######## imm_packer ########
==> imm_packer/class_map.png <==
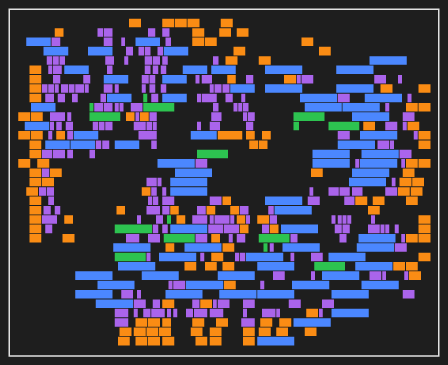

File: config.mk
export PLATFORM = sky130hd
export DESIGN_NAME = imm_packer
export DESIGN_NICKNAME = d
export VERILOG_FILES = /design/src/rtl/imm_packer.sv
export SDC_FILE = /design/constraint.sdc
export NUM_CORES = 1
export LEC_CHECK = 0
export CAP_MARGIN = 30
export CORE_ASPECT_RATIO = 0.8
export CORE_MARGIN = 2
export CORE_UTILIZATION = 30
export DETAILED_ROUTE_END_ITERATION = 8
export PLACE_DENSITY = 0.65
export SETUP_SLACK_MARGIN = 0.02
export SYNTH_ARGS = -nofsm -noshare
export SYNTH_HDL_FRONTEND = slang
export SYNTH_SLANG_ARGS = --single-unit
File: constraint.sdc
create_clock -name clk -period 3 [get_ports clk]
set_input_delay 0.75 -clock clk [delete_from_list [all_inputs] [get_ports clk]]
set_output_delay 0.75 -clock clk [all_outputs]
set_load 0.02 [all_outputs]
File: src/rtl/imm_packer.sv
// RISC-V immediate packer: scatters a signed immediate into instruction bits [31:7]
// for I/S/B/J formats, flags range/alignment errors, and queues results in a 2-entry FIFO.
module imm_packer #(
  parameter int CNT_W = 16
) (
  input  logic             clk,
  input  logic             reset,
  input  logic             in_valid,
  output logic             in_ready,
  input  logic [31:0]      imm_in,
  input  logic [1:0]       ImmSrc,
  input  logic [24:0]      base_in,
  output logic             out_valid,
  input  logic             out_ready,
  output logic [24:0]      out_field,
  output logic             err_range,
  output logic             err_align,
  output logic [CNT_W-1:0] err_count
);

  localparam logic [1:0] IMM_I = 2'b00;
  localparam logic [1:0] IMM_S = 2'b01;
  localparam logic [1:0] IMM_B = 2'b10;
  localparam logic [1:0] IMM_J = 2'b11;

  function automatic logic [24:0] pack_field(input logic [31:0] imm,
                                             input logic [1:0]  src,
                                             input logic [24:0] base);
    logic [31:0] instr;
    instr = {base, 7'b0};
    case (src)
      IMM_I: instr[31:20] = imm[11:0];
      IMM_S: begin
        instr[31:25] = imm[11:5];
        instr[11:7]  = imm[4:0];
      end
      IMM_B: begin
        instr[31]    = imm[12];
        instr[7]     = imm[11];
        instr[30:25] = imm[10:5];
        instr[11:8]  = imm[4:1];
      end
      default: begin
        instr[31]    = imm[20];
        instr[30:21] = imm[10:1];
        instr[20]    = imm[11];
        instr[19:12] = imm[19:12];
      end
    endcase
    return instr[31:7];
  endfunction

  // Sign-extension holds only if every bit above the top encoded bit matches it.
  function automatic logic range_err(input logic [31:0] imm, input logic [1:0] src);
    logic ok;
    case (src)
      IMM_I, IMM_S: ok = (imm[31:11] == '0) || (imm[31:11] == '1);
      IMM_B:        ok = (imm[31:12] == '0) || (imm[31:12] == '1);
      default:      ok = (imm[31:20] == '0) || (imm[31:20] == '1);
    endcase
    return !ok;
  endfunction

  function automatic logic align_err(input logic [31:0] imm, input logic [1:0] src);
    return ((src == IMM_B) || (src == IMM_J)) && imm[0];
  endfunction

  logic [1:0]       count_q, count_d;
  logic             head_q, head_d;
  logic             tail_q, tail_d;
  logic [24:0]      field_q [2];
  logic [24:0]      field_d [2];
  logic             rng_q   [2];
  logic             rng_d   [2];
  logic             aln_q   [2];
  logic             aln_d   [2];
  logic [CNT_W-1:0] err_count_q, err_count_d;

  logic        push, pop;
  logic [24:0] enc_field;
  logic        enc_rng, enc_aln;

  assign enc_field = pack_field(imm_in, ImmSrc, base_in);
  assign enc_rng   = range_err(imm_in, ImmSrc);
  assign enc_aln   = align_err(imm_in, ImmSrc);

  assign in_ready  = (count_q != 2'd2);
  assign out_valid = (count_q != 2'd0);
  assign push      = in_valid && in_ready;
  assign pop       = out_valid && out_ready;

  always_comb begin
    count_d     = count_q;
    head_d      = head_q;
    tail_d      = tail_q;
    field_d     = field_q;
    rng_d       = rng_q;
    aln_d       = aln_q;
    err_count_d = err_count_q;
    if (push) begin
      field_d[tail_q] = enc_field;
      rng_d[tail_q]   = enc_rng;
      aln_d[tail_q]   = enc_aln;
      tail_d          = ~tail_q;
      if ((enc_rng || enc_aln) && (err_count_q != {CNT_W{1'b1}}))
        err_count_d = err_count_q + 1'b1;
    end
    if (pop)
      head_d = ~head_q;
    case ({push, pop})
      2'b10:   count_d = count_q + 2'd1;
      2'b01:   count_d = count_q - 2'd1;
      default: count_d = count_q;
    endcase
  end

  always_ff @(posedge clk) begin
    if (reset) begin
      count_q     <= 2'd0;
      head_q      <= 1'b0;
      tail_q      <= 1'b0;
      err_count_q <= '0;
    end else begin
      count_q     <= count_d;
      head_q      <= head_d;
      tail_q      <= tail_d;
      err_count_q <= err_count_d;
    end
  end

  // Payload storage carries no reset; outputs are masked by out_valid instead.
  always_ff @(posedge clk) begin
    field_q <= field_d;
    rng_q   <= rng_d;
    aln_q   <= aln_d;
  end

  assign out_field = out_valid ? field_q[head_q] : 25'd0;
  assign err_range = out_valid && rng_q[head_q];
  assign err_align = out_valid && aln_q[head_q];
  assign err_count = err_count_q;

endmodule
######## score_digit_formatter ########
`config.mk`:
```
export PLATFORM = sky130hd
export DESIGN_NAME = score_digit_formatter
export DESIGN_NICKNAME = d
export VERILOG_FILES = /design/src/rtl/score_digit_formatter.sv
export SDC_FILE = /design/constraint.sdc
export NUM_CORES = 1
export LEC_CHECK = 0
export ABC_AREA = 1
export CAP_MARGIN = 20
export CORE_MARGIN = 5
export CORE_UTILIZATION = 35
export CTS_BUF_LIST = sky130_fd_sc_hd__clkbuf_16
export CTS_CLUSTER_SIZE = 24
export DETAILED_ROUTE_END_ITERATION = 10
export MAX_ROUTING_LAYER = met4
export SLEW_MARGIN = 20
export SYNTH_ARGS = -nofsm -noshare
export SYNTH_HDL_FRONTEND = slang
export SYNTH_SLANG_ARGS = --single-unit
```
`constraint.sdc`:
```
create_clock -name clk -period 4.3 [get_ports clk]
set_input_delay 1.075 -clock clk [delete_from_list [all_inputs] [get_ports clk]]
set_output_delay 1.075 -clock clk [all_outputs]
set_load 0.01 [all_outputs]
```
`src/rtl/score_digit_formatter.sv`:
```
// Converts NUM_CH binary scores to decimal glyph codes, one double-dabble step per cycle per channel.
// Each channel's slice of char_flat changes only on its commit edge; done pulses once per pass.
module score_digit_formatter #(
   parameter int NUM_CH     = 2,
   parameter int VAL_W      = 14,
   parameter int DIGITS     = 4,
   parameter int MAX_VAL    = 9999,
   parameter int BLANK_LEAD = 1,
   parameter int BLANK_CODE = 39
) (
   input  logic                       clk,
   input  logic                       rst_n,
   input  logic                       refresh,
   input  logic [NUM_CH*VAL_W-1:0]    value_flat,
   output logic [NUM_CH*DIGITS*6-1:0] char_flat,
   output logic [NUM_CH-1:0]          ch_updated,
   output logic                       busy,
   output logic                       done
);
   localparam int SR_W  = 4*DIGITS + VAL_W;
   localparam int CH_W  = (NUM_CH > 1) ? $clog2(NUM_CH) : 1;
   localparam int CNT_W = $clog2(VAL_W + 1);
   localparam int CW    = DIGITS*6;

   if (longint'(MAX_VAL) >= 10**DIGITS || longint'(MAX_VAL) >= (longint'(1) << VAL_W)) begin : g_bad_max
      $error("MAX_VAL must be below 10**DIGITS and 2**VAL_W");
   end

   typedef enum logic [1:0] {IDLE, CONV, COMMIT} state_t;

   function automatic logic [SR_W-1:0] load_sr(input logic [VAL_W-1:0] v);
      logic [VAL_W-1:0] s;
      s = (v > VAL_W'(MAX_VAL)) ? VAL_W'(MAX_VAL) : v;
      return {{(4*DIGITS){1'b0}}, s};
   endfunction

   // Power-up display reads as a single "0" in the rightmost position.
   function automatic logic [CW-1:0] reset_pat();
      logic [CW-1:0] r;
      r = '0;
      for (int d = 0; d < DIGITS-1; d++)
         r[d*6 +: 6] = (BLANK_LEAD != 0) ? 6'(BLANK_CODE) : 6'd0;
      return r;
   endfunction

   localparam logic [CW-1:0] RST_CH = reset_pat();

   state_t                    state_q;
   logic [CH_W-1:0]           ch_q;
   logic [CNT_W-1:0]          cnt_q;
   logic [SR_W-1:0]           sr_q;
   logic [NUM_CH*VAL_W-1:0]   snap_q;
   logic [NUM_CH*CW-1:0]      char_q;
   logic [NUM_CH-1:0]         upd_q;
   logic                      busy_q;
   logic                      done_q;
   logic                      pending_q;

   logic [SR_W-1:0]           sr_add;
   logic [SR_W-1:0]           sr_d;
   logic [CW-1:0]             fmt_d;
   logic [CH_W-1:0]           nxt_ch;
   logic                      last_ch;
   logic                      seen;
   logic [3:0]                dig;

   always_comb begin
      sr_add = sr_q;
      for (int i = 0; i < DIGITS; i++)
         if (sr_q[VAL_W+4*i +: 4] >= 4'd5)
            sr_add[VAL_W+4*i +: 4] = sr_q[VAL_W+4*i +: 4] + 4'd3;
      sr_d = {sr_add[SR_W-2:0], 1'b0};
   end

   // Digit 0 is the most significant BCD nibble; blanking stops at the first non-zero digit.
   always_comb begin
      fmt_d = '0;
      seen  = 1'b0;
      dig   = '0;
      for (int d = 0; d < DIGITS; d++) begin
         dig = sr_q[VAL_W + 4*(DIGITS-1-d) +: 4];
         if (dig != 4'd0) seen = 1'b1;
         if (BLANK_LEAD != 0 && !seen && d != DIGITS-1)
            fmt_d[d*6 +: 6] = 6'(BLANK_CODE);
         else
            fmt_d[d*6 +: 6] = {2'b00, dig};
      end
   end

   assign nxt_ch  = ch_q + CH_W'(1);
   assign last_ch = (ch_q == CH_W'(NUM_CH-1));

   always_ff @(posedge clk or negedge rst_n) begin
      if (!rst_n) begin
         state_q   <= IDLE;
         ch_q      <= '0;
         cnt_q     <= '0;
         sr_q      <= '0;
         snap_q    <= '0;
         char_q    <= {NUM_CH{RST_CH}};
         upd_q     <= '0;
         busy_q    <= 1'b0;
         done_q    <= 1'b0;
         pending_q <= 1'b0;
      end else begin
         upd_q  <= '0;
         done_q <= 1'b0;
         case (state_q)
            IDLE: begin
               if (refresh) begin
                  snap_q  <= value_flat;
                  sr_q    <= load_sr(value_flat[VAL_W-1:0]);
                  ch_q    <= '0;
                  cnt_q   <= CNT_W'(VAL_W);
                  busy_q  <= 1'b1;
                  state_q <= CONV;
               end
            end
            CONV: begin
               sr_q  <= sr_d;
               cnt_q <= cnt_q - CNT_W'(1);
               if (cnt_q == CNT_W'(1)) state_q <= COMMIT;
               if (refresh) pending_q <= 1'b1;
            end
            COMMIT: begin
               char_q[ch_q*CW +: CW] <= fmt_d;
               upd_q[ch_q]           <= 1'b1;
               cnt_q                 <= CNT_W'(VAL_W);
               state_q               <= CONV;
               if (!last_ch) begin
                  ch_q <= nxt_ch;
                  sr_q <= load_sr(snap_q[nxt_ch*VAL_W +: VAL_W]);
                  if (refresh) pending_q <= 1'b1;
               end else begin
                  done_q    <= 1'b1;
                  pending_q <= 1'b0;
                  if (pending_q || refresh) begin
                     snap_q <= value_flat;
                     sr_q   <= load_sr(value_flat[VAL_W-1:0]);
                     ch_q   <= '0;
                  end else begin
                     busy_q  <= 1'b0;
                     state_q <= IDLE;
                  end
               end
            end
            default: state_q <= IDLE;
         endcase
      end
   end

   assign char_flat  = char_q;
   assign ch_updated = upd_q;
   assign busy       = busy_q;
   assign done       = done_q;
endmodule
```
######## ps2_keyboard_rx ########
## config.mk

```make
export PLATFORM = sky130hd
export DESIGN_NAME = ps2_keyboard_rx
export DESIGN_NICKNAME = d
export VERILOG_FILES = /design/src/rtl/ps2_keyboard_rx.sv
export SDC_FILE = /design/constraint.sdc
export NUM_CORES = 1
export LEC_CHECK = 0
export CORE_MARGIN = 2
export CORE_UTILIZATION = 60
export DETAILED_ROUTE_END_ITERATION = 8
export PLACE_DENSITY = 0.79
export SYNTH_ARGS = -nofsm -noshare
export SYNTH_HDL_FRONTEND = slang
export SYNTH_SLANG_ARGS = --single-unit
```

## constraint.sdc

```tcl
create_clock -name clk -period 3.79 [get_ports clk]
set_input_delay 0.379 -clock clk [delete_from_list [all_inputs] [get_ports clk]]
set_output_delay 0.379 -clock clk [all_outputs]
set_load 0.005 [all_outputs]
```

## src/rtl/ps2_keyboard_rx.sv

```systemverilog
// PS/2 keyboard receiver: synchronises the pins, frames and checks each scancode, and queues good
// bytes in a show-ahead FIFO. Define PS2_KEYSTATE_EN to build the make/break key-state tracker.
module ps2_keyboard_rx #(
    parameter int unsigned FIFO_DEPTH     = 8,
    parameter int unsigned TIMEOUT_CYCLES = 50000
) (
    input  logic       clk,
    input  logic       rst,
    input  logic       ps2_clk,
    input  logic       ps2_data,
    input  logic       rd_en,
    input  logic       clr_ovf,
    output logic [7:0] data,
    output logic       valid,
    output logic       overflow,
    output logic       frame_err,
    output logic [7:0] key_code,
    output logic       key_down
);

    localparam int unsigned PW = (FIFO_DEPTH > 1) ? $clog2(FIFO_DEPTH) : 1;
    localparam int unsigned CW = PW + 1;
    localparam int unsigned TW = $clog2(TIMEOUT_CYCLES + 1);

    typedef enum logic [0:0] {StIdle, StRecv} state_e;

    logic [2:0]    clk_sync_q, clk_sync_d;
    logic [2:0]    dat_sync_q, dat_sync_d;
    state_e        state_q, state_d;
    logic [3:0]    bit_cnt_q, bit_cnt_d;
    logic [8:0]    shift_q, shift_d;
    logic [TW-1:0] tmo_q, tmo_d;
    logic          frame_err_q, frame_err_d;
    logic          fall, bit_in, good_frame;
    logic [7:0]    rx_byte;

    logic [7:0]    mem_q [FIFO_DEPTH];
    logic [7:0]    mem_d [FIFO_DEPTH];
    logic [PW-1:0] wr_ptr_q, wr_ptr_d, rd_ptr_q, rd_ptr_d;
    logic [CW-1:0] cnt_q, cnt_d;
    logic          ovf_q, ovf_d;
    logic          full, push, pop;

    // Reset to 1 so releasing reset never looks like a falling edge.
    assign clk_sync_d = {clk_sync_q[1:0], ps2_clk};
    assign dat_sync_d = {dat_sync_q[1:0], ps2_data};
    assign fall       = clk_sync_q[2] & ~clk_sync_q[1];
    assign bit_in     = dat_sync_q[2];
    assign rx_byte    = shift_q[7:0];

    always_comb begin
        state_d     = state_q;
        bit_cnt_d   = bit_cnt_q;
        shift_d     = shift_q;
        tmo_d       = tmo_q;
        frame_err_d = 1'b0;
        good_frame  = 1'b0;
        unique case (state_q)
            StIdle: begin
                tmo_d     = '0;
                bit_cnt_d = '0;
                if (fall && !bit_in) begin
                    state_d   = StRecv;
                    bit_cnt_d = 4'd1;
                end
            end
            StRecv: begin
                if (fall) begin
                    tmo_d     = '0;
                    bit_cnt_d = bit_cnt_q + 4'd1;
                    if (bit_cnt_q == 4'd10) begin
                        // Incoming bit is the stop bit; shift_q holds d0..d7 and parity.
                        state_d   = StIdle;
                        bit_cnt_d = '0;
                        if (bit_in && (^shift_q)) begin
                            good_frame = 1'b1;
                        end else begin
                            frame_err_d = 1'b1;
                        end
                    end else begin
                        shift_d = {bit_in, shift_q[8:1]};
                    end
                end else if (tmo_q == TW'(TIMEOUT_CYCLES - 1)) begin
                    state_d     = StIdle;
                    bit_cnt_d   = '0;
                    tmo_d       = '0;
                    frame_err_d = 1'b1;
                end else begin
                    tmo_d = tmo_q + TW'(1);
                end
            end
            default: state_d = StIdle;
        endcase
    end

    assign full  = (cnt_q == CW'(FIFO_DEPTH));
    assign pop   = rd_en && (cnt_q != '0);
    assign push  = good_frame && (!full || pop);
    assign valid = (cnt_q != '0);
    assign data  = valid ? mem_q[rd_ptr_q] : 8'h00;

    always_comb begin
        mem_d    = mem_q;
        wr_ptr_d = wr_ptr_q;
        rd_ptr_d = rd_ptr_q;
        cnt_d    = cnt_q;
        ovf_d    = ovf_q;
        if (push) begin
            mem_d[wr_ptr_q] = rx_byte;
            wr_ptr_d        = wr_ptr_q + PW'(1);
        end
        if (pop) begin
            rd_ptr_d = rd_ptr_q + PW'(1);
        end
        if (push && !pop) begin
            cnt_d = cnt_q + CW'(1);
        end else if (pop && !push) begin
            cnt_d = cnt_q - CW'(1);
        end
        // A drop in the same cycle as a clear keeps the flag set.
        if (good_frame && full && !pop) begin
            ovf_d = 1'b1;
        end else if (clr_ovf) begin
            ovf_d = 1'b0;
        end
    end

    assign overflow  = ovf_q;
    assign frame_err = frame_err_q;

    always_ff @(posedge clk or posedge rst) begin
        if (rst) begin
            clk_sync_q  <= 3'b111;
            dat_sync_q  <= 3'b111;
            state_q     <= StIdle;
            bit_cnt_q   <= '0;
            shift_q     <= '0;
            tmo_q       <= '0;
            frame_err_q <= 1'b0;
            wr_ptr_q    <= '0;
            rd_ptr_q    <= '0;
            cnt_q       <= '0;
            ovf_q       <= 1'b0;
            for (int i = 0; i < int'(FIFO_DEPTH); i++) begin
                mem_q[i] <= 8'h00;
            end
        end else begin
            clk_sync_q  <= clk_sync_d;
            dat_sync_q  <= dat_sync_d;
            state_q     <= state_d;
            bit_cnt_q   <= bit_cnt_d;
            shift_q     <= shift_d;
            tmo_q       <= tmo_d;
            frame_err_q <= frame_err_d;
            wr_ptr_q    <= wr_ptr_d;
            rd_ptr_q    <= rd_ptr_d;
            cnt_q       <= cnt_d;
            ovf_q       <= ovf_d;
            mem_q       <= mem_d;
        end
    end

`ifdef PS2_KEYSTATE_EN
    logic       brk_q, brk_d;
    logic [7:0] key_code_q, key_code_d;
    logic       key_down_q, key_down_d;

    // Sees every good byte, even ones the full FIFO drops.
    always_comb begin
        brk_d      = brk_q;
        key_code_d = key_code_q;
        key_down_d = key_down_q;
        if (good_frame) begin
            if (rx_byte == 8'hF0) begin
                brk_d = 1'b1;
            end else if (rx_byte != 8'hE0) begin
                key_code_d = rx_byte;
                key_down_d = ~brk_q;
                brk_d      = 1'b0;
            end
        end
    end

    always_ff @(posedge clk or posedge rst) begin
        if (rst) begin
            brk_q      <= 1'b0;
            key_code_q <= 8'h00;
            key_down_q <= 1'b0;
        end else begin
            brk_q      <= brk_d;
            key_code_q <= key_code_d;
            key_down_q <= key_down_d;
        end
    end

    assign key_code = key_code_q;
    assign key_down = key_down_q;
`else
    assign key_code = 8'h00;
    assign key_down = 1'b0;
`endif

endmodule
```

######## cby_param ########
<file path="src/rtl/cby_param_pkg.sv">
// Shared definitions for the Y-direction connection block.
// Optional feature macro: CBY_CFG_PARITY_EN adds one even-parity bit
// to the configuration chain.
package cby_param_pkg;

  typedef enum logic [1:0] {
    IDLE  = 2'd0,
    SHIFT = 2'd1,
    READY = 2'd2,
    OVER  = 2'd3
  } cfg_state_t;

  // Select width for a mux with mux_size inputs.
  function automatic int sel_width(input int mux_size);
    return (mux_size <= 1) ? 1 : $clog2(mux_size);
  endfunction

  // Length of the configuration chain, including the parity bit when enabled.
  function automatic int cfg_bits(input int num_ipin, input int sel_w);
`ifdef CBY_CFG_PARITY_EN
    return num_ipin * sel_w + 1;
`else
    return num_ipin * sel_w;
`endif
  endfunction

  // Track index tapped by tap pair k of ipin i.
  function automatic int tap_index(input int i, input int k, input int step, input int chan_w);
    return (i + k * step) % chan_w;
  endfunction

endpackage

</file>
<file path="src/rtl/cby_ipin_mux.sv">
// One grid-input-pin mux: picks din[sel]; select codes past the last
// input drive 0.
module cby_ipin_mux #(
  parameter int MUX_SIZE = 6,
  parameter int SEL_W    = 3
) (
  input  logic [MUX_SIZE-1:0] din,
  input  logic [SEL_W-1:0]    sel,
  output logic                dout
);

  // Compare against every legal code so unused codes fall through to 0.
  always_comb begin
    // NOTE: the default assignment before the loop keeps this block from inferring a latch.
    dout = 1'b0;
    for (int j = 0; j < MUX_SIZE; j++) begin
      if (sel == SEL_W'(j)) dout = din[j];
    end
  end

endmodule

</file>
<file path="src/rtl/cby_param.sv">
// Parameterised Y connection block: pass-through tracks, NUM_IPIN tapped
// muxes, and a shadow configuration chain applied atomically on commit.
// Optional feature macro: CBY_CFG_PARITY_EN (even parity over the chain).
module cby_param
  import cby_param_pkg::*;
#(
  parameter int CHAN_W   = 9,
  parameter int NUM_IPIN = 5,
  parameter int MUX_SIZE = 6,
  parameter int TAP_STEP = 4
) (
  input  logic                prog_clk,
  input  logic                prog_reset,
  input  logic                cfg_en,
  input  logic                ccff_head,
  input  logic                cfg_commit,
  input  logic [CHAN_W-1:0]   chany_bottom_in,
  input  logic [CHAN_W-1:0]   chany_top_in,
  output logic [CHAN_W-1:0]   chany_bottom_out,
  output logic [CHAN_W-1:0]   chany_top_out,
  output logic [NUM_IPIN-1:0] ipin_out,
  output logic                ccff_tail,
  output logic                cfg_active,
  output logic                cfg_err
);

  localparam int SEL_W    = sel_width(MUX_SIZE);
  localparam int CFG_BITS = cfg_bits(NUM_IPIN, SEL_W);
  localparam int SELS_W   = NUM_IPIN * SEL_W;
  localparam int CNT_W    = $clog2(CFG_BITS + 2);
  localparam logic [CNT_W-1:0] CNT_FULL = CNT_W'(CFG_BITS);
  localparam logic [CNT_W-1:0] CNT_OVER = CNT_W'(CFG_BITS + 1);

  cfg_state_t                         state, state_nxt;
  logic [CNT_W-1:0]                   count, count_nxt;
  logic [CFG_BITS-1:0]                shadow;
  logic [SELS_W-1:0]                  act_sel;
  logic [NUM_IPIN-1:0][MUX_SIZE-1:0]  mux_in;
  logic [NUM_IPIN-1:0]                mux_out;
  logic                               commit_req;
  logic                               parity_ok;
  logic                               commit_ok;

  assign chany_top_out    = chany_bottom_in;
  assign chany_bottom_out = chany_top_in;
  assign ccff_tail        = shadow[CFG_BITS-1];

  // A commit coinciding with a shift is ignored entirely.
  assign commit_req = cfg_commit & ~cfg_en;

`ifdef CBY_CFG_PARITY_EN
  assign parity_ok = ~(^shadow);
`else
  assign parity_ok = 1'b1;
`endif

  assign commit_ok = commit_req && (state == READY) && parity_ok;

  // Next-state and shift-counter logic; the state mirrors the saturating count.
  always_comb begin
    state_nxt = state;
    count_nxt = count;
    if (cfg_en) begin
      count_nxt = (count == CNT_OVER) ? count : count + CNT_W'(1);
      if (count_nxt == '0)            state_nxt = IDLE;
      else if (count_nxt < CNT_FULL)  state_nxt = SHIFT;
      else if (count_nxt == CNT_FULL) state_nxt = READY;
      else                            state_nxt = OVER;
    end else if (commit_req) begin
      count_nxt = '0;
      state_nxt = IDLE;
    end
  end

  // State and counter registers.
  always_ff @(posedge prog_clk or posedge prog_reset) begin
    if (prog_reset) begin
      state <= IDLE;
      count <= '0;
    end else begin
      // NOTE: sequential state uses non-blocking assignment so every register samples pre-edge values.
      state <= state_nxt;
      count <= count_nxt;
    end
  end

  // Shadow configuration chain, shifting MSB-ward in every state.
  always_ff @(posedge prog_clk or posedge prog_reset) begin
    if (prog_reset) begin
      // NOTE: the chain is cleared on reset so ccff_tail is defined immediately afterwards.
      shadow <= '0;
    end else if (cfg_en) begin
      shadow <= {shadow[CFG_BITS-2:0], ccff_head};
    end
  end

  // Active selects, validity flag and sticky commit error.
  always_ff @(posedge prog_clk or posedge prog_reset) begin
    if (prog_reset) begin
      act_sel    <= '0;
      cfg_active <= 1'b0;
      cfg_err    <= 1'b0;
    end else if (commit_ok) begin
      act_sel    <= shadow[SELS_W-1:0];
      cfg_active <= 1'b1;
    end else if (commit_req) begin
      cfg_err    <= 1'b1;
    end
  end

  for (genvar i = 0; i < NUM_IPIN; i++) begin : g_ipin
    for (genvar k = 0; k < MUX_SIZE / 2; k++) begin : g_tap
      assign mux_in[i][2*k]   = chany_bottom_in[tap_index(i, k, TAP_STEP, CHAN_W)];
      assign mux_in[i][2*k+1] = chany_top_in[tap_index(i, k, TAP_STEP, CHAN_W)];
    end

    cby_ipin_mux #(
      .MUX_SIZE (MUX_SIZE),
      .SEL_W    (SEL_W)
    ) u_mux (
      .din  (mux_in[i]),
      .sel  (act_sel[i*SEL_W +: SEL_W]),
      .dout (mux_out[i])
    );
  end

  assign ipin_out = mux_out & {NUM_IPIN{cfg_active}};

endmodule

</file>
<file path="config.mk">
export PLATFORM = sky130hd
export DESIGN_NAME = cby_param
export DESIGN_NICKNAME = d
export VERILOG_FILES = /design/src/rtl/cby_param_pkg.sv /design/src/rtl/cby_ipin_mux.sv /design/src/rtl/cby_param.sv
export SDC_FILE = /design/constraint.sdc
export NUM_CORES = 1
export LEC_CHECK = 0
export CAP_MARGIN = 0
export CORE_ASPECT_RATIO = 2
export CORE_UTILIZATION = 49
export CTS_BUF_LIST = sky130_fd_sc_hd__clkbuf_16
export DETAILED_ROUTE_END_ITERATION = 7
export PLACE_DENSITY = 0.79
export SLEW_MARGIN = 10
export SYNTH_ARGS = -nofsm -noshare
export SYNTH_HDL_FRONTEND = slang
export SYNTH_SLANG_ARGS = --single-unit
</file>
<file path="constraint.sdc">
create_clock -name prog_clk -period 2.4 [get_ports prog_clk]
set_input_delay 0.24 -clock prog_clk [delete_from_list [all_inputs] [get_ports prog_clk]]
set_output_delay 0.24 -clock prog_clk [all_outputs]
set_load 0.005 [all_outputs]
</file>
==> ps2_keyboard_rx/congestion_map.png <==
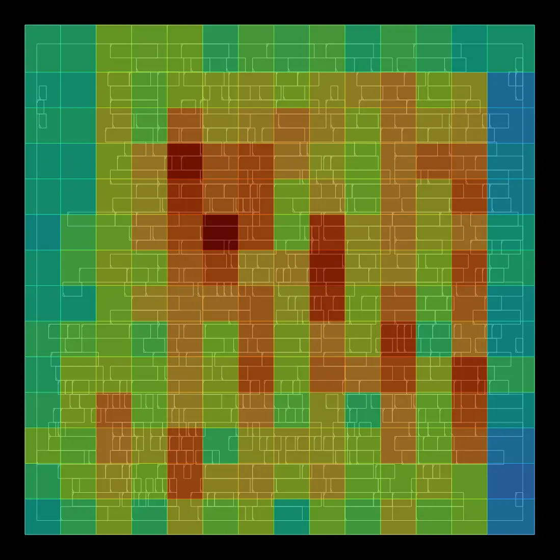
busiest grt layer: met2
gr usage total: 0.224
met2 global-route usage: 0.379
wire length per cell after detailed routing: 18.3 um

==> GITHUB_STEP_SUMMARY, ps2_keyboard_rx <==
### Flow metrics

| Metric | Value |
|---|---|
| Result of the run | completed |
| Final HPWL from detailed placement | 6.61 mm |
| Slew at the pin with the worst max-slew slack | 1.01 ns |
| Total combinational power | 645 uW |
| Reg-to-Reg Start | shift_q[0] |
| N_taps | 108 |
| Share of post-route cells with drive strength above 1 | 0.292 |
| Summed negative setup slack over all endpoints | 0 ns |
| Crit. path cell count | 12 |
| Worst Skew | 0.0106 ns |
| Proportion of cell area spent on the clock network | 0.0371 |
| Synthesized cell area | 0.00540 sq mm |
| Fraction of area in non-clock buffers | 0.0378 |
| Largest power group | registers |
| Synthesized-area fraction occupied by adder cells | 0.0222 |
| CP bufs+invs | 1 |
| Worst-path cell chain | xor2_1, xnor3_2, xnor2_1, nor4_2, ha_1, inv_1, ha_1, a21o_1, a21oi_1, xnor2_1, nor2_1, xor2_1 |
| Pin count of the biggest net entering global routing | 87 |
| Total area of sequential cells | 0.00281 sq mm |
| Setup fix buffers added after clock tree synthesis | 0 |
| Clock latency (worst-skew pair) | 0.36 ns |
| Count of endpoints failing hold in the final timing report | 0 |
| Final Power | 2940 uW |
| Startpoint of the most critical hold path | clk_sync_q[0] |
| Post-synth EDFFs | 0 |
| Signal inverters | 12 |
| Num rows | 34 |
| Total leakage power | 0.00275 uW |
| Critical Path End Type | register |
| Flops out of synthesis | 112 |
| Total congestion overflow | 0 |
==> ps2_keyboard_rx: stage by stage <==
step / util / setup slack [ns] / hold WS [ns] / cells
after floorplan: - / 0.462 / 0.345 / 430
after global placement: 0.643 / 0.604 / 0.345 / 530
after detailed placement: 0.643 / 0.488 / 0.347 / 530
after CTS: 0.668 / 0.460 / 0.365 / 546
after global routing: 0.668 / 0.254 / 0.369 / 546
final: 0.668 / 0.458 / 0.363 / 546
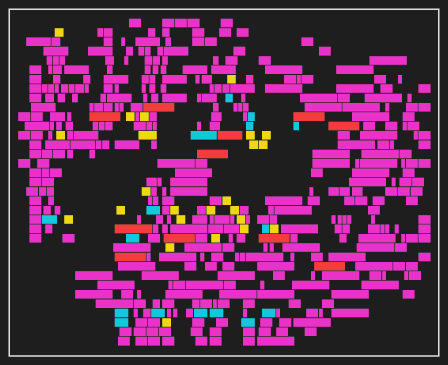
(imm_packer/sizing.png)
- yellow: x3 and x4 (cells 24; share 5.6%)
- cyan: x2 (cells 16; share 3.7%)
- red: x6 and larger (cells 11; share 2.6%)
- magenta: x1 and smaller (cells 379; share 88%)

## Picture notes: imm_packer/class_map.png
- blue: registers (cells 74; share of their area 41%)
- orange: remaining buffers and delay cells (cells 124; share of their area 24%)
- green: clock drivers and dummy loads (cells 15; share of their area 5.6%)
- purple: remaining logic cells (cells 217; share of their area 28%)

==> GITHUB_STEP_SUMMARY, imm_packer <==
### Flow metrics

| Metric | Value |
|---|---|
| Kind of cell with the highest combined delay on the critical path | simple AND/OR/NAND/NOR gates |
| Flop pwr share | 0.357 |
| Flip-flop count of the largest register, all copies and words added | 50 |
| Non-clock buffer count in the final layout | 124 |
| Total iterations of the first detailed-routing run | 4 |
| Net count of the mapped netlist | 373 |
| Cells after Synth | 304 |
| Total sequential power | 1320 uW |
| Headroom to the max-slew limit | 0.487 |
| Crit. path cell count | 10 |
| CTS tree | yes |
| Largest power group | combinational logic |
| Fraction of area in non-clock buffers | 0.236 |
| Top post-synthesis cells by area | sky130_fd_sc_hd__edfxtp_1 (47%), sky130_fd_sc_hd__dfxtp_1 (11%), sky130_fd_sc_hd__mux2i_1 (8.0%) |
| Post-synth top cells | sky130_fd_sc_hd__edfxtp_1 (54), sky130_fd_sc_hd__nor2_1 (44), sky130_fd_sc_hd__mux2i_1 (28) |
| Async set-reset flop share out of synthesis | 0 |
| Number of pins with negative max-slew slack in the final report | 0 |
| Core Util at FP | 0.305 |
| Cell Pwr Density | 732 mW/mm^2 |
| Cell depth of the worst min-delay path | 2 |
| Type of the worst min-delay path | register to register |
| Result of the run | completed |
| Post-layout period usage | 0.929 |
| Number of CTS-inserted buffers | 9 |
| Summed negative setup slack over all endpoints | 0 ns |
| Cell count after placement | 563 |
| Worst Reg-to-Reg Cells | 7 |
| Residual DRC count | 0 |
| Via count | 2804 |
| Post-detailed-placement cell area | 0.00479 sq mm |
| Worst Skew | 0.00444 ns |
| Comb area share | 0.264 |
[imm_packer: cells by family after synthesis]
group | Yosys count | synth area share
AOI/OAI and AO/OA | 55 | 0.102
buffers and inverters | 27 | 0.0377
DFF | 74 | 0.581
muxes | 36 | 0.106
xor gates and xnor gates | 4 | 0.0101
and+or+nand+nor | 102 | 0.142
adders and majority gates | 6 | 0.0216
[imm_packer: per-layer routing]
metal | track usage | up-vias | share of wire
met1 | 0.181 | 1353 | 0.46
met2 | 0.239 | 73 | 0.48
met3 | 0.0490 | 8 | 0.047
met5 | 0 | - | 0
met4 | 0.0354 | 0 | 0.012
li1 | - | 1370 | -
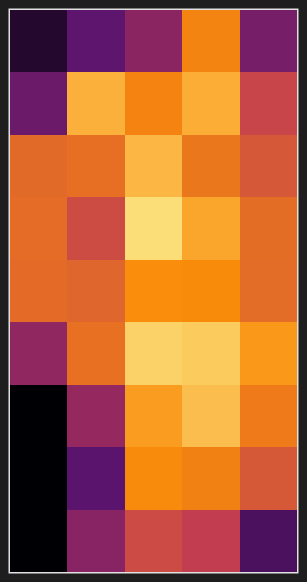
(cby_param/util_map.png)
5 x 9 tiles, from black (low) to pale yellow (high), 0 to 100% covered.
- tiles over 75% full: 24%
- emptiest ninth of the die: bottom left
- nearly empty tiles: 6.7%

==> GITHUB_STEP_SUMMARY, cby_param <==
### Flow metrics

| Metric | Value |
|---|---|
| Top post-synthesis cells by area | sky130_fd_sc_hd__dfrtp_1 (46%), sky130_fd_sc_hd__mux2_2 (16%), sky130_fd_sc_hd__buf_4 (7.1%) |
| Startpoint class of the critical path | register |
| Num rows | 33 |
| Height of the die | 94.7 um |
| Comb area share | 0.347 |
| Biggest area consumer among cell classes | flip-flops and latches |
| Busiest grt layer | met2 |
| Main kind of combinational logic by area | multiplexers |
| Average cell area after synthesis | 12.5 sq um |
| Number of filler cells placed in the layout | 291 |
| Type of the worst min-delay path | primary input to asynchronous set/reset pin |
| Cell count after placement | 247 |
| Ports placed on the boundary | 49 |
| Synthesis warning total | 0 |
| Met1 capacity usage during global routing | 0.184 |
| Count of placed standard cells in the final layout, fillers left out | 255 |
| Total area of sequential cells | 976 sq um |
| Topmost layer with routed signal wires | met4 |
| Max H-tree Level | 2 |
| Summed negative setup slack over all endpoints | 0 ns |
| Count of routing violations after the opening detailed-route iteration | 27 |
| Synth unique cells | 36 |
| Via count | 1411 |
| Layout net count | 228 |
| Flops out of synthesis | 39 |
| Final HPWL from detailed placement | 3.10 mm |
| Worst-case clock buffer depth | 2 |
| Slew at the pin with the worst max-slew slack | 0.473 ns |
| CP Data Required Time | 2.53 ns |
| Core Util at FP | 0.515 |
| Routability-driven placement congestion ratio | 0.832 |
| Share of post-route cells with drive strength above 1 | 0.246 |
| Setup fix buffers added after clock tree synthesis | 0 |
| Number of pins with negative max-slew slack in the final report | 0 |
| Met2 global-route usage | 0.383 |
| Pin count of the biggest net entering global routing | 40 |
| Synthesized-area fraction occupied by adder cells | 0.0178 |
| Result of the run | completed |
| Total congestion overflow | 0 |
| M3 GR Usage | 0.0403 |
| Total iterations of the first detailed-routing run | 4 |
| Count of endpoints failing hold in the final timing report | 0 |
| Residual DRC count | 0 |
cby_param: worst max-delay path, stage by stage (launching register included):
cell,delay (ns)
sky130_fd_sc_hd__dfrtp_1,0.50
sky130_fd_sc_hd__inv_1,0.14
sky130_fd_sc_hd__ha_1,0.38
sky130_fd_sc_hd__or4b_1,0.53
sky130_fd_sc_hd__o22ai_1,0.16
sky130_fd_sc_hd__o32ai_1,0.11
sky130_fd_sc_hd__a21boi_0,0.14
cby_param: where the power goes:
part           leakage [uW]  switching, uW  internal (uW)  total (uW)
clock             0.0000952            243            591         834
combinational      0.000568            128            238         366
sequential         0.000500            114            779         893
total               0.00116            485           1610        2090
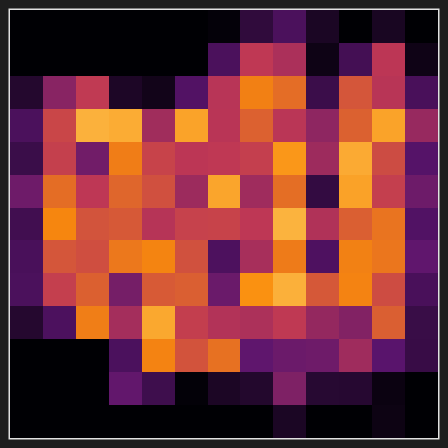
(score_digit_formatter/util_map.png)
13 x 13 tiles, from black (low) to pale yellow (high), 0 to 100% covered.
- nearly empty tiles: 20%
- densest ninth of the die: middle
- mean over tiles: 35%

==> GITHUB_STEP_SUMMARY, score_digit_formatter <==
### Flow metrics

| Metric | Value |
|---|---|
| Average cell area after synthesis | 8.58 sq um |
| Multi-input combinational cell count | 409 |
| WL final | 12.0 mm |
| Kind of cell with the highest combined delay on the critical path | buffers and inverters |
| Root buffer cell | sky130_fd_sc_hd__clkbuf_16 |
| Flop count | 112 |
| Fraction of area in registers | 0.435 |
| Worst-path cell chain | clkdlybuf4s50_1, nor2_1, nand3_2, nand3_2, inv_2, nand2_1, a21oi_1, a21oi_1 |
| Reg-to-Reg Start | state_q[0] |
| Total sequential power | 1640 uW |
| Switching Power | 1670 uW |
| Result of the run | completed |
| Post-synth EDFFs | 0 |
| And+or+nand+nor area frac | 0.202 |
| Worst Skew | 0.0113 ns |
| Share of synthesized area occupied by flip-flops and latches | 0.527 |
| Initial antenna violation count | 0 |
| Total combinational power | 1660 uW |
| Signal inverters | 80 |
| Synth top area share | 0.409 |
| CLK BUF | 9 |
| Non-clock buffer count in the final layout | 80 |
| Flops out of synthesis | 112 |
| Total congestion overflow | 0 |
| Core Util at FP | 0.355 |
| Startpoint class of the critical path | primary input |
| Largest power group | combinational logic |
score_digit_formatter: worst max-delay path by stage:
stage                     from    endpoint  slack [ns]  cells past startpoint
floorplan              refresh    sr_q[11]        2.29                      7
CTS                 state_q[0]  snap_q[18]        1.65                      9
global route        state_q[0]  snap_q[22]        1.32                      9
global placement       refresh     sr_q[3]        1.35                      8
detailed placement     refresh     sr_q[2]        1.27                      8
finish                 refresh    sr_q[10]        1.65                      8
score_digit_formatter: routing by layer:
layer,global-route usage,wire [um],vias to the layer above
met1,0.197,5960,1920
li1,-,-,2128
met2,0.210,5160,122
met4,0.0400,118,0
met3,0.0424,736,12
met5,-,0,-

######## mul_unit ########
==> mul_unit/congestion_map.png <==
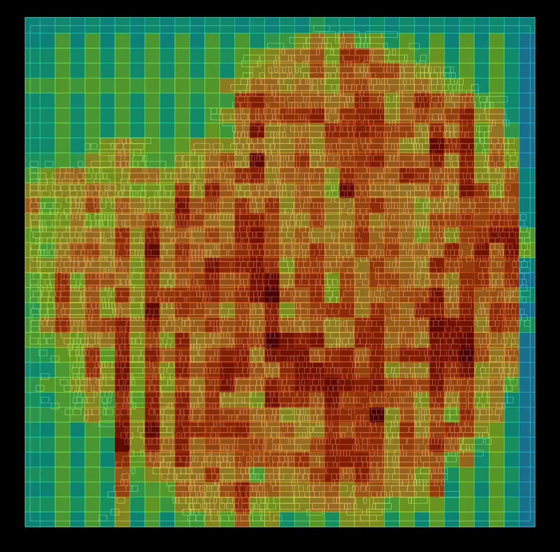

--- config.mk ---
export PLATFORM = sky130hd
export DESIGN_NAME = mul_unit
export DESIGN_NICKNAME = d
export VERILOG_FILES = /design/src/rtl/mul_unit.sv
export SDC_FILE = /design/constraint.sdc
export NUM_CORES = 2
export LEC_CHECK = 0
export ABC_CLOCK_PERIOD_IN_PS = 5500
export CAP_MARGIN = 20
export CORE_MARGIN = 2
export CORE_UTILIZATION = 50
export CTS_BUF_LIST = sky130_fd_sc_hd__clkbuf_4 sky130_fd_sc_hd__clkbuf_8
export DETAILED_ROUTE_END_ITERATION = 12
export PLACE_DENSITY = 0.81
export SETUP_SLACK_MARGIN = 0.15
export SLEW_MARGIN = 10
export SYNTH_ARGS = -nofsm -noshare
export SYNTH_HDL_FRONTEND = slang
export SYNTH_SLANG_ARGS = --single-unit
--- constraint.sdc ---
create_clock -name clock -period 5.5 [get_ports clock]
set_input_delay 1.1 -clock clock [delete_from_list [all_inputs] [get_ports clock]]
set_output_delay 1.1 -clock clock [all_outputs]
set_load 0.05 [all_outputs]
--- src/rtl/mul_unit.sv ---
// Iterative RV32M multiplier for the EX stage: unsigned chunk-accumulate on operand magnitudes, sign fix on output.
// Holds the pipeline with stall_mul from accept through the last iteration and presents the result in DONE.
module mul_unit #(
  parameter int CHUNK_BITS = 8
) (
  input  logic        clock,
  input  logic        reset,
  input  logic        in_valid,
  input  logic [1:0]  in_op,
  input  logic [31:0] in_a,
  input  logic [31:0] in_b,
  input  logic [4:0]  in_rd,
  input  logic        flush,
  input  logic        hold,
  output logic        stall_mul,
  output logic        result_valid,
  output logic [31:0] result,
  output logic [4:0]  result_rd,
  output logic        busy
);

  localparam int N = 32 / CHUNK_BITS;

  typedef enum logic [1:0] {IDLE, CALC, DONE} state_t;

  state_t      state, state_next;
  logic [1:0]  op_q;
  logic [4:0]  rd_q;
  logic        neg_q;
  logic [63:0] mcand;
  logic [31:0] mplier;
  logic [63:0] acc;
  logic [5:0]  count;

  logic        accept;
  logic        last_iter;
  logic        sa, sb;
  logic [31:0] mag_a, mag_b;
  logic [63:0] partial;
  logic [63:0] product;

  assign accept    = (state == IDLE) && in_valid && !flush;
  assign last_iter = (count == 6'(N - 1));

  // Only the signed forms of each operand contribute a sign; MUL uses the unsigned path.
  assign sa    = ((in_op == 2'b01) || (in_op == 2'b10)) && in_a[31];
  assign sb    = (in_op == 2'b01) && in_b[31];
  assign mag_a = sa ? (~in_a + 32'd1) : in_a;
  assign mag_b = sb ? (~in_b + 32'd1) : in_b;

  always_ff @(posedge clock or posedge reset) begin
    if (reset) state <= IDLE;
    else       state <= state_next;
  end

  always_comb begin
    state_next = state;
    if (flush) begin
      state_next = IDLE;
    end else begin
      case (state)
        IDLE:    if (in_valid) state_next = CALC;
        CALC:    if (last_iter) state_next = DONE;
        DONE:    if (!hold) state_next = IDLE;
        default: state_next = IDLE;
      endcase
    end
  end

  // The multiplicand is pre-shifted each iteration so the current chunk's weight is always in place.
  assign partial = mcand * 64'(mplier[CHUNK_BITS-1:0]);

  always_ff @(posedge clock or posedge reset) begin
    if (reset) begin
      op_q   <= 2'b00;
      rd_q   <= 5'd0;
      neg_q  <= 1'b0;
      mcand  <= 64'd0;
      mplier <= 32'd0;
      acc    <= 64'd0;
      count  <= 6'd0;
    end else if (accept) begin
      op_q   <= in_op;
      rd_q   <= in_rd;
      neg_q  <= sa ^ sb;
      mcand  <= {32'd0, mag_a};
      mplier <= mag_b;
      acc    <= 64'd0;
      count  <= 6'd0;
    end else if ((state == CALC) && !flush) begin
      acc    <= acc + partial;
      mcand  <= mcand << CHUNK_BITS;
      mplier <= 32'(64'(mplier) >> CHUNK_BITS);
      count  <= count + 6'd1;
    end
  end

  assign product      = neg_q ? (~acc + 64'd1) : acc;
  assign result_valid = (state == DONE) && !flush;
  assign result       = !result_valid ? 32'd0 : ((op_q == 2'b00) ? product[31:0] : product[63:32]);
  assign result_rd    = result_valid ? rd_q : 5'd0;
  assign busy         = (state != IDLE);
  // Gated by reset so the pipeline is released the instant reset asserts.
  assign stall_mul    = !reset && (accept || (state == CALC));

endmodule

######## nanorv32_code_arbiter ########
===== config.mk =====
export PLATFORM = sky130hd
export DESIGN_NAME = nanorv32_code_arbiter
export DESIGN_NICKNAME = d
export VERILOG_FILES = /design/src/rtl/nanorv32_code_arbiter.sv
export SDC_FILE = /design/constraint.sdc
export NUM_CORES = 1
export LEC_CHECK = 0
export CAP_MARGIN = 20
export CORE_AREA = 2 2 98 100
export CTS_CLUSTER_DIAMETER = 50
export CTS_CLUSTER_SIZE = 30
export DETAILED_ROUTE_END_ITERATION = 6
export DIE_AREA = 0 0 100 102
export GPL_TIMING_DRIVEN = 0
export MAX_ROUTING_LAYER = met4
export PLACE_DENSITY_LB_ADDON = 0.25
export SYNTH_ARGS = -nofsm -noshare
export SYNTH_HDL_FRONTEND = slang
export SYNTH_SLANG_ARGS = --single-unit

===== constraint.sdc =====
create_clock -name clk -period 2.75 [get_ports clk]
set_input_delay 0.55 -clock clk [delete_from_list [all_inputs] [get_ports clk]]
set_output_delay 0.55 -clock clk [all_outputs]
set_load 0.02 [all_outputs]

===== src/rtl/nanorv32_code_arbiter.sv =====
// Arbitrates the single-port code RAM between instruction fetch and code-space
// data accesses. Define NANORV32_CODE_WRITE_EN to allow data writes; otherwise ROM mode.
module nanorv32_code_arbiter #(
    parameter int AW              = 15,
    parameter int MAX_DATA_STREAK = 4
) (
    input  logic          clk,
    input  logic          rst_n,
    input  logic          fetch_req,
    input  logic [31:0]   fetch_addr,
    output logic          fetch_ack,
    output logic [31:0]   fetch_rdata,
    input  logic          data_req,
    input  logic          data_we,
    input  logic [31:0]   data_addr,
    input  logic [3:0]    data_bytesel,
    input  logic [31:0]   data_wdata,
    output logic          data_ack,
    output logic [31:0]   data_rdata,
    output logic          data_wr_err,
    output logic [AW-3:0] ram_addr,
    output logic [3:0]    ram_we,
    output logic [31:0]   ram_din,
    input  logic [31:0]   ram_dout
);

    typedef enum logic [1:0] {
        OWN_NONE  = 2'd0,
        OWN_FETCH = 2'd1,
        OWN_DATA  = 2'd2
    } owner_e;

    localparam logic [7:0] STREAK_MAX = 8'(MAX_DATA_STREAK);

    owner_e     owner_q, owner_d;
    logic [7:0] streak_q, streak_d;
    logic       grant_data;
    logic       grant_fetch;
    logic       data_write;

    // Grants are forced off while reset is held so no access leaks out.
    always_comb begin
        grant_data  = 1'b0;
        grant_fetch = 1'b0;
        if (rst_n) begin
            grant_data  = data_req && !(fetch_req && (streak_q == STREAK_MAX));
            grant_fetch = fetch_req && !grant_data;
        end
        data_write = grant_data && data_we;
    end

    always_comb begin
        owner_d  = OWN_NONE;
        streak_d = streak_q;
        if (grant_fetch) begin
            owner_d = OWN_FETCH;
        end else if (grant_data && !data_we) begin
            owner_d = OWN_DATA;
        end
        if (!fetch_req || grant_fetch) begin
            streak_d = 8'd0;
        end else if (grant_data && (streak_q != STREAK_MAX)) begin
            streak_d = streak_q + 8'd1;
        end
    end

    always_ff @(posedge clk or negedge rst_n) begin
        if (!rst_n) begin
            owner_q  <= OWN_NONE;
            streak_q <= 8'd0;
        end else begin
            owner_q  <= owner_d;
            streak_q <= streak_d;
        end
    end

    always_comb begin
        ram_addr    = grant_data ? data_addr[AW-1:2] : fetch_addr[AW-1:2];
        ram_din     = data_wdata;
        fetch_rdata = ram_dout;
        data_rdata  = ram_dout;
        fetch_ack   = (owner_q == OWN_FETCH);
        data_ack    = (owner_q == OWN_DATA) || data_write;
`ifdef NANORV32_CODE_WRITE_EN
        ram_we      = data_write ? data_bytesel : 4'b0000;
        data_wr_err = 1'b0;
`else
        ram_we      = 4'b0000;
        data_wr_err = data_write;
`endif
    end

`ifdef NANORV32_CODE_WRITE_EN
    logic unused_bits;
    assign unused_bits = ^{fetch_addr[31:AW], fetch_addr[1:0],
                           data_addr[31:AW], data_addr[1:0]};
`else
    logic unused_bits;
    assign unused_bits = ^{fetch_addr[31:AW], fetch_addr[1:0],
                           data_addr[31:AW], data_addr[1:0], data_bytesel};
`endif

`ifndef SYNTHESIS
    // A requester that is waiting (not granted) must keep its request up.
    assert property (@(posedge clk) disable iff (!rst_n)
                     (fetch_req && !grant_fetch) |=> fetch_req);
    assert property (@(posedge clk) disable iff (!rst_n)
                     (data_req && !grant_data) |=> data_req);
`endif

endmodule



==> notes/layouts.md <==
Pictures saved along the way, in no particular order.

Local utilization.
shot_01.png
10 x 10 tiles, from black (low) to pale yellow (high), 0 to 100% covered.
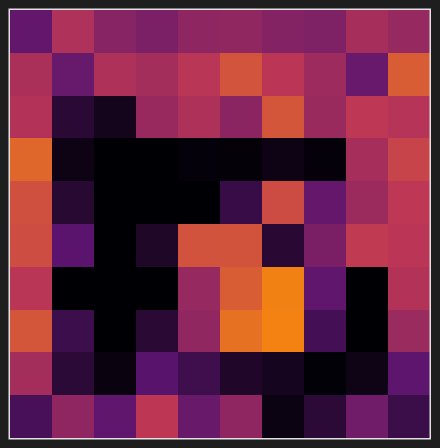
shot_02.png
23 x 23 tiles, from black (low) to pale yellow (high), 0 to 100% covered.
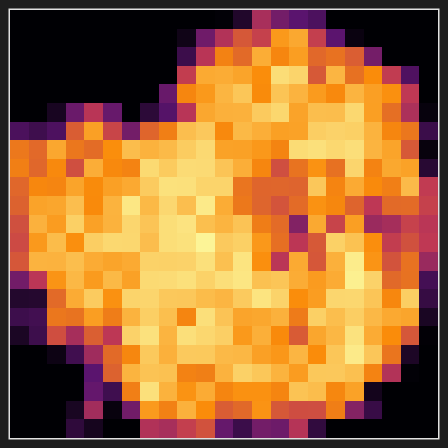
- highest utilization: shot_02.png
shot_02.png comes from mul_unit.
shot_01.png comes from nanorv32_code_arbiter.

==> nanorv32_code_arbiter/class_map.png <==
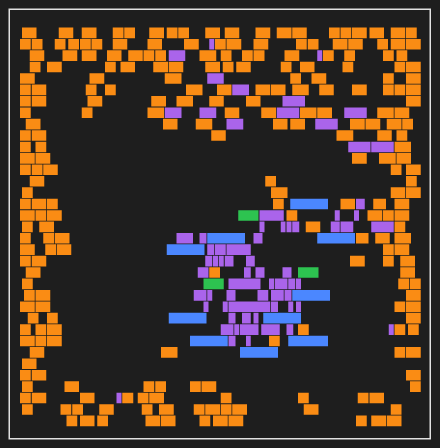
- orange: remaining buffers and delay cells (cells 249; share of their area 73%)
- blue: registers (cells 10; share of their area 8.2%)
- green: clock-net drivers (cells 3; share of their area 1.3%)
- purple: remaining logic cells (cells 69; share of their area 18%)

==> GITHUB_STEP_SUMMARY, nanorv32_code_arbiter <==
### Flow metrics

| Metric | Value |
|---|---|
| Slowest cell delay on critical path | 0.40 ns |
| Pin count of the biggest net entering global routing | 16 |
| Smallest hold slack | 0.307 ns |
| Leading registers by flop count | streak_q x8, owner_q x2 |
| Topmost layer with routed signal wires | met4 |
| Clock period minus final worst setup slack | 2.61 ns |
| Synth top area share | 0.488 |
| Dominant cell type by area after synthesis | sky130_fd_sc_hd__buf_4 |
| Area reported by Yosys stat | 0.00156 sq mm |
| Yosys stat cell total | 178 |
| Xor-xnor portion of the synthesized cell area | 0.0113 |
| Num rows | 35 |
| Most used standard cell by instance count after synthesis | sky130_fd_sc_hd__buf_4 |
| And+or+nand+nor area frac | 0.113 |
| Maximum Capacitance Violations | 0 |
| Number of CTS-inserted buffers | 3 |
| Non-clock buffer count in the final layout | 249 |
| Flip-flop count of the largest register, all copies and words added | 8 |
| Result of the run | completed |
| Fraction of area in non-clock buffers | 0.696 |
| Die W | 100 um |
| Synthesized-area fraction occupied by adder cells | 0.0161 |
| Async set-reset flop share out of synthesis | 1.00 |
| Average cell area after synthesis | 8.74 sq um |
| Antenna diode instance count | 0 |
| Wire length on met2 | 2.34 mm |
| Flops out of synthesis | 10 |
| M3 GR Usage | 0.0253 |
| Type of the worst min-delay path | primary input to asynchronous set/reset pin |
==> nanorv32_code_arbiter: repair_timing <==
| item | 4_1_cts | 5_1_grt |
|---|---|---|
| pin swaps | 2 | 1 |
| cloned | 0 | 0 |
| gates resized | 45 | 0 |
| buffers inserted | 4 | 1 |
| hold endpoints to repair | 0 | 0 |
| endpoints found under the setup margin | 15 | 15 |
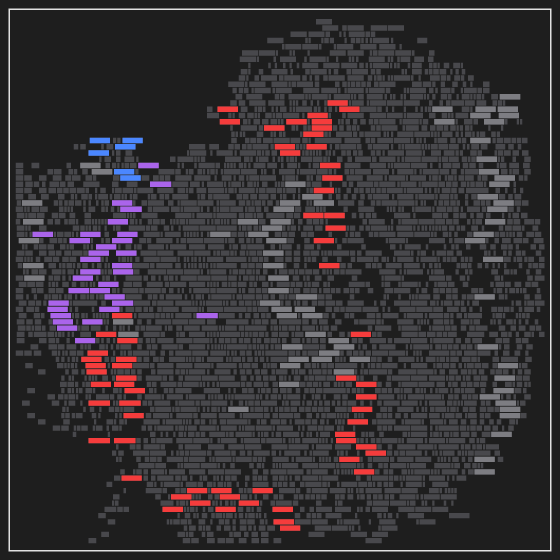
(mul_unit/ff_map.png)
- blue: count (placed flops 6; where top left)
- purple: mplier (placed flops 32; where left middle)
- red: mcand (placed flops 64)
- not colored: 74

About mul_unit/congestion_map.png:
wire length per cell after detailed routing: 20.1 um
gr usage total: 0.297
M3 GR Usage: 0.0792

==> GITHUB_STEP_SUMMARY, mul_unit <==
### Flow metrics

| Metric | Value |
|---|---|
| Worst-path cell chain | buf_12, buf_16, nand2_1, fa_1, inv_1, fa_1, fa_1, inv_1, fa_1, inv_1, ha_1, a21oi_1, o21ai_0, a2bb2oi_2, a21oi_2, a211oi_2, buf_4, a31o_4, o41ai_4, buf_4, a41oi_2, a221o_1 |
| Ports placed on the boundary | 116 |
| Worst setup path category | register to register |
| Max H-tree Level | 4 |
| Share of post-route cells with drive strength above 1 | 0.159 |
| Non-Filler Cell Area, Final | 0.0320 sq mm |
| Result of the run | complete, but fails checks |
| WL final | 82.5 mm |
| Die W | 235 um |
| Smallest hold slack | 0.475 ns |
| Synthesized-area fraction occupied by ao, oa, aoi and oai cells | 0.127 |
| Logic area | 0.0204 sq mm |
| Cell count after placement | 4026 |
| Count of routing violations after the opening detailed-route iteration | 2179 |
| Slowest cell delay on critical path | 0.54 ns |
| Smallest setup slack after layout | -0.168 ns |
| Area reported by Yosys stat | 0.0267 sq mm |
| Number of filler cells placed in the layout | 4198 |
| Per-cell via count in the routed design | 5.76 |
| Violations in the final reports | setup timing |
| Layout net count | 3972 |
| Post-layout period usage | 1.03 |
| Worst Reg-to-Reg Cells | 22 |
| Number of routed nets with antenna violations | 0 |
| Number of setup violations in the final report | 5 |
| Via count | 23700 |
| Height of the die | 235 um |
| Slew at the pin with the worst max-slew slack | 0.984 ns |
| Headroom to the max-slew limit | 0.344 |
mul_unit: metal layers:
layer,track usage,vias up,wire (um)
li1,-,10400,-
met2,0.471,1190,37900
met5,0,-,0
met3,0.0792,225,8500
met4,0.106,0,3070
met1,0.391,11800,33000
mul_unit: state kept, by name (all words and copies together) (netlist names):
register and cells:
acc 64, mcand 64, mplier 32, count 6
rd_q 5, op_q 2, state 2, neg_q 1
mul_unit: through the flow:
step | util
after detailed placement | 0.570
after global placement | 0.570
final | 0.607
after global routing | 0.607
after floorplan | -
after CTS | 0.596


==> screenshots <==
Register map, names as in the netlist.
panel A
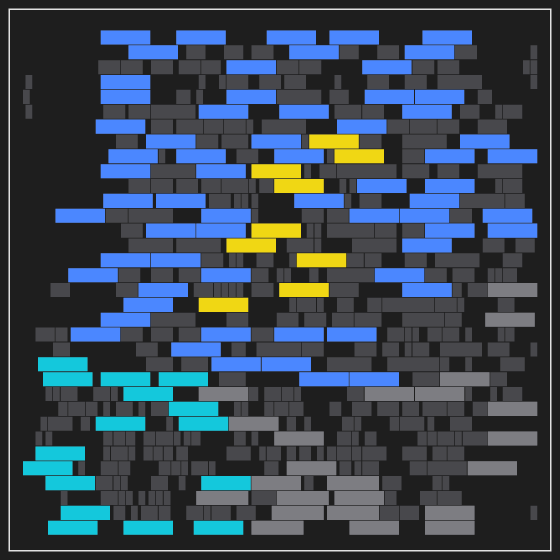
panel B
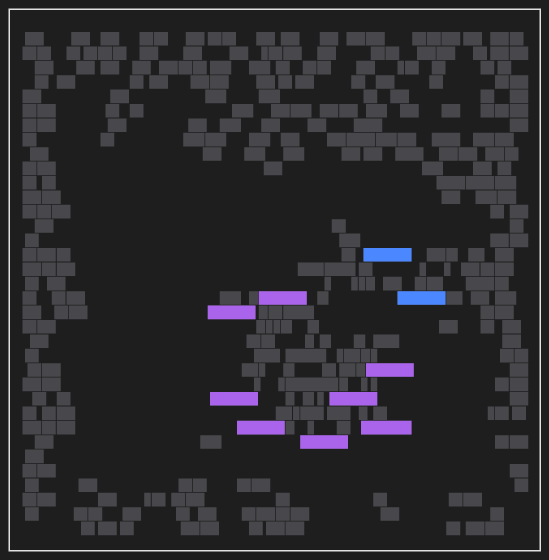
panel C
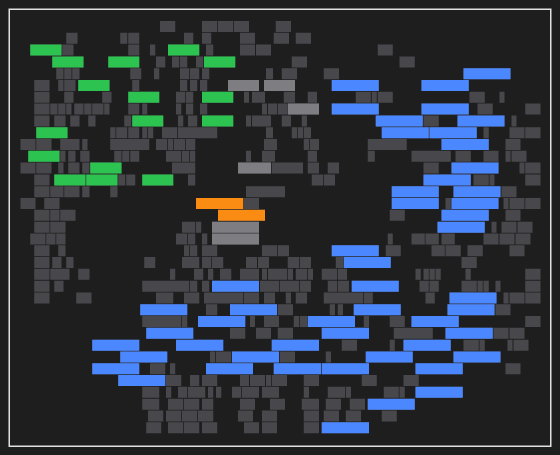
panel D
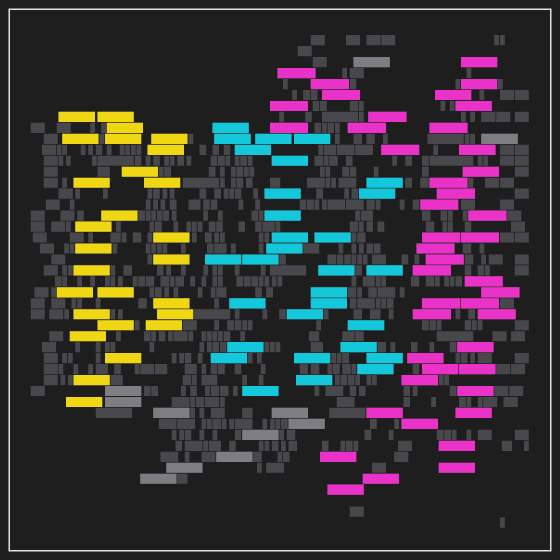
panel E
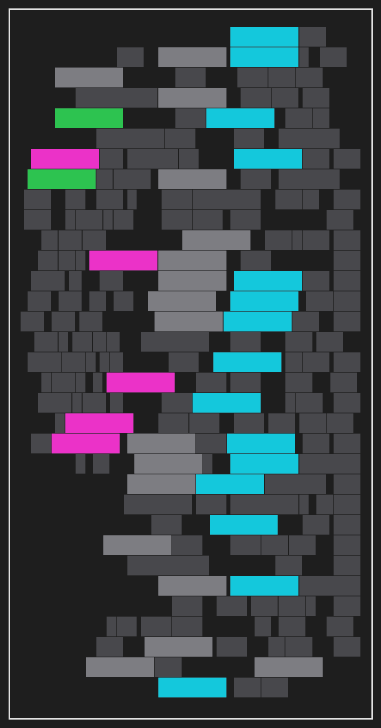
Panel D comes from score_digit_formatter.
Panel B comes from nanorv32_code_arbiter.
Panel C comes from imm_packer.
Panel E comes from cby_param.
Panel A comes from ps2_keyboard_rx.
Of these, fewest sequential cells: panel B
Of these, most cells: panel D

Power and IR drop assume default switching activity.
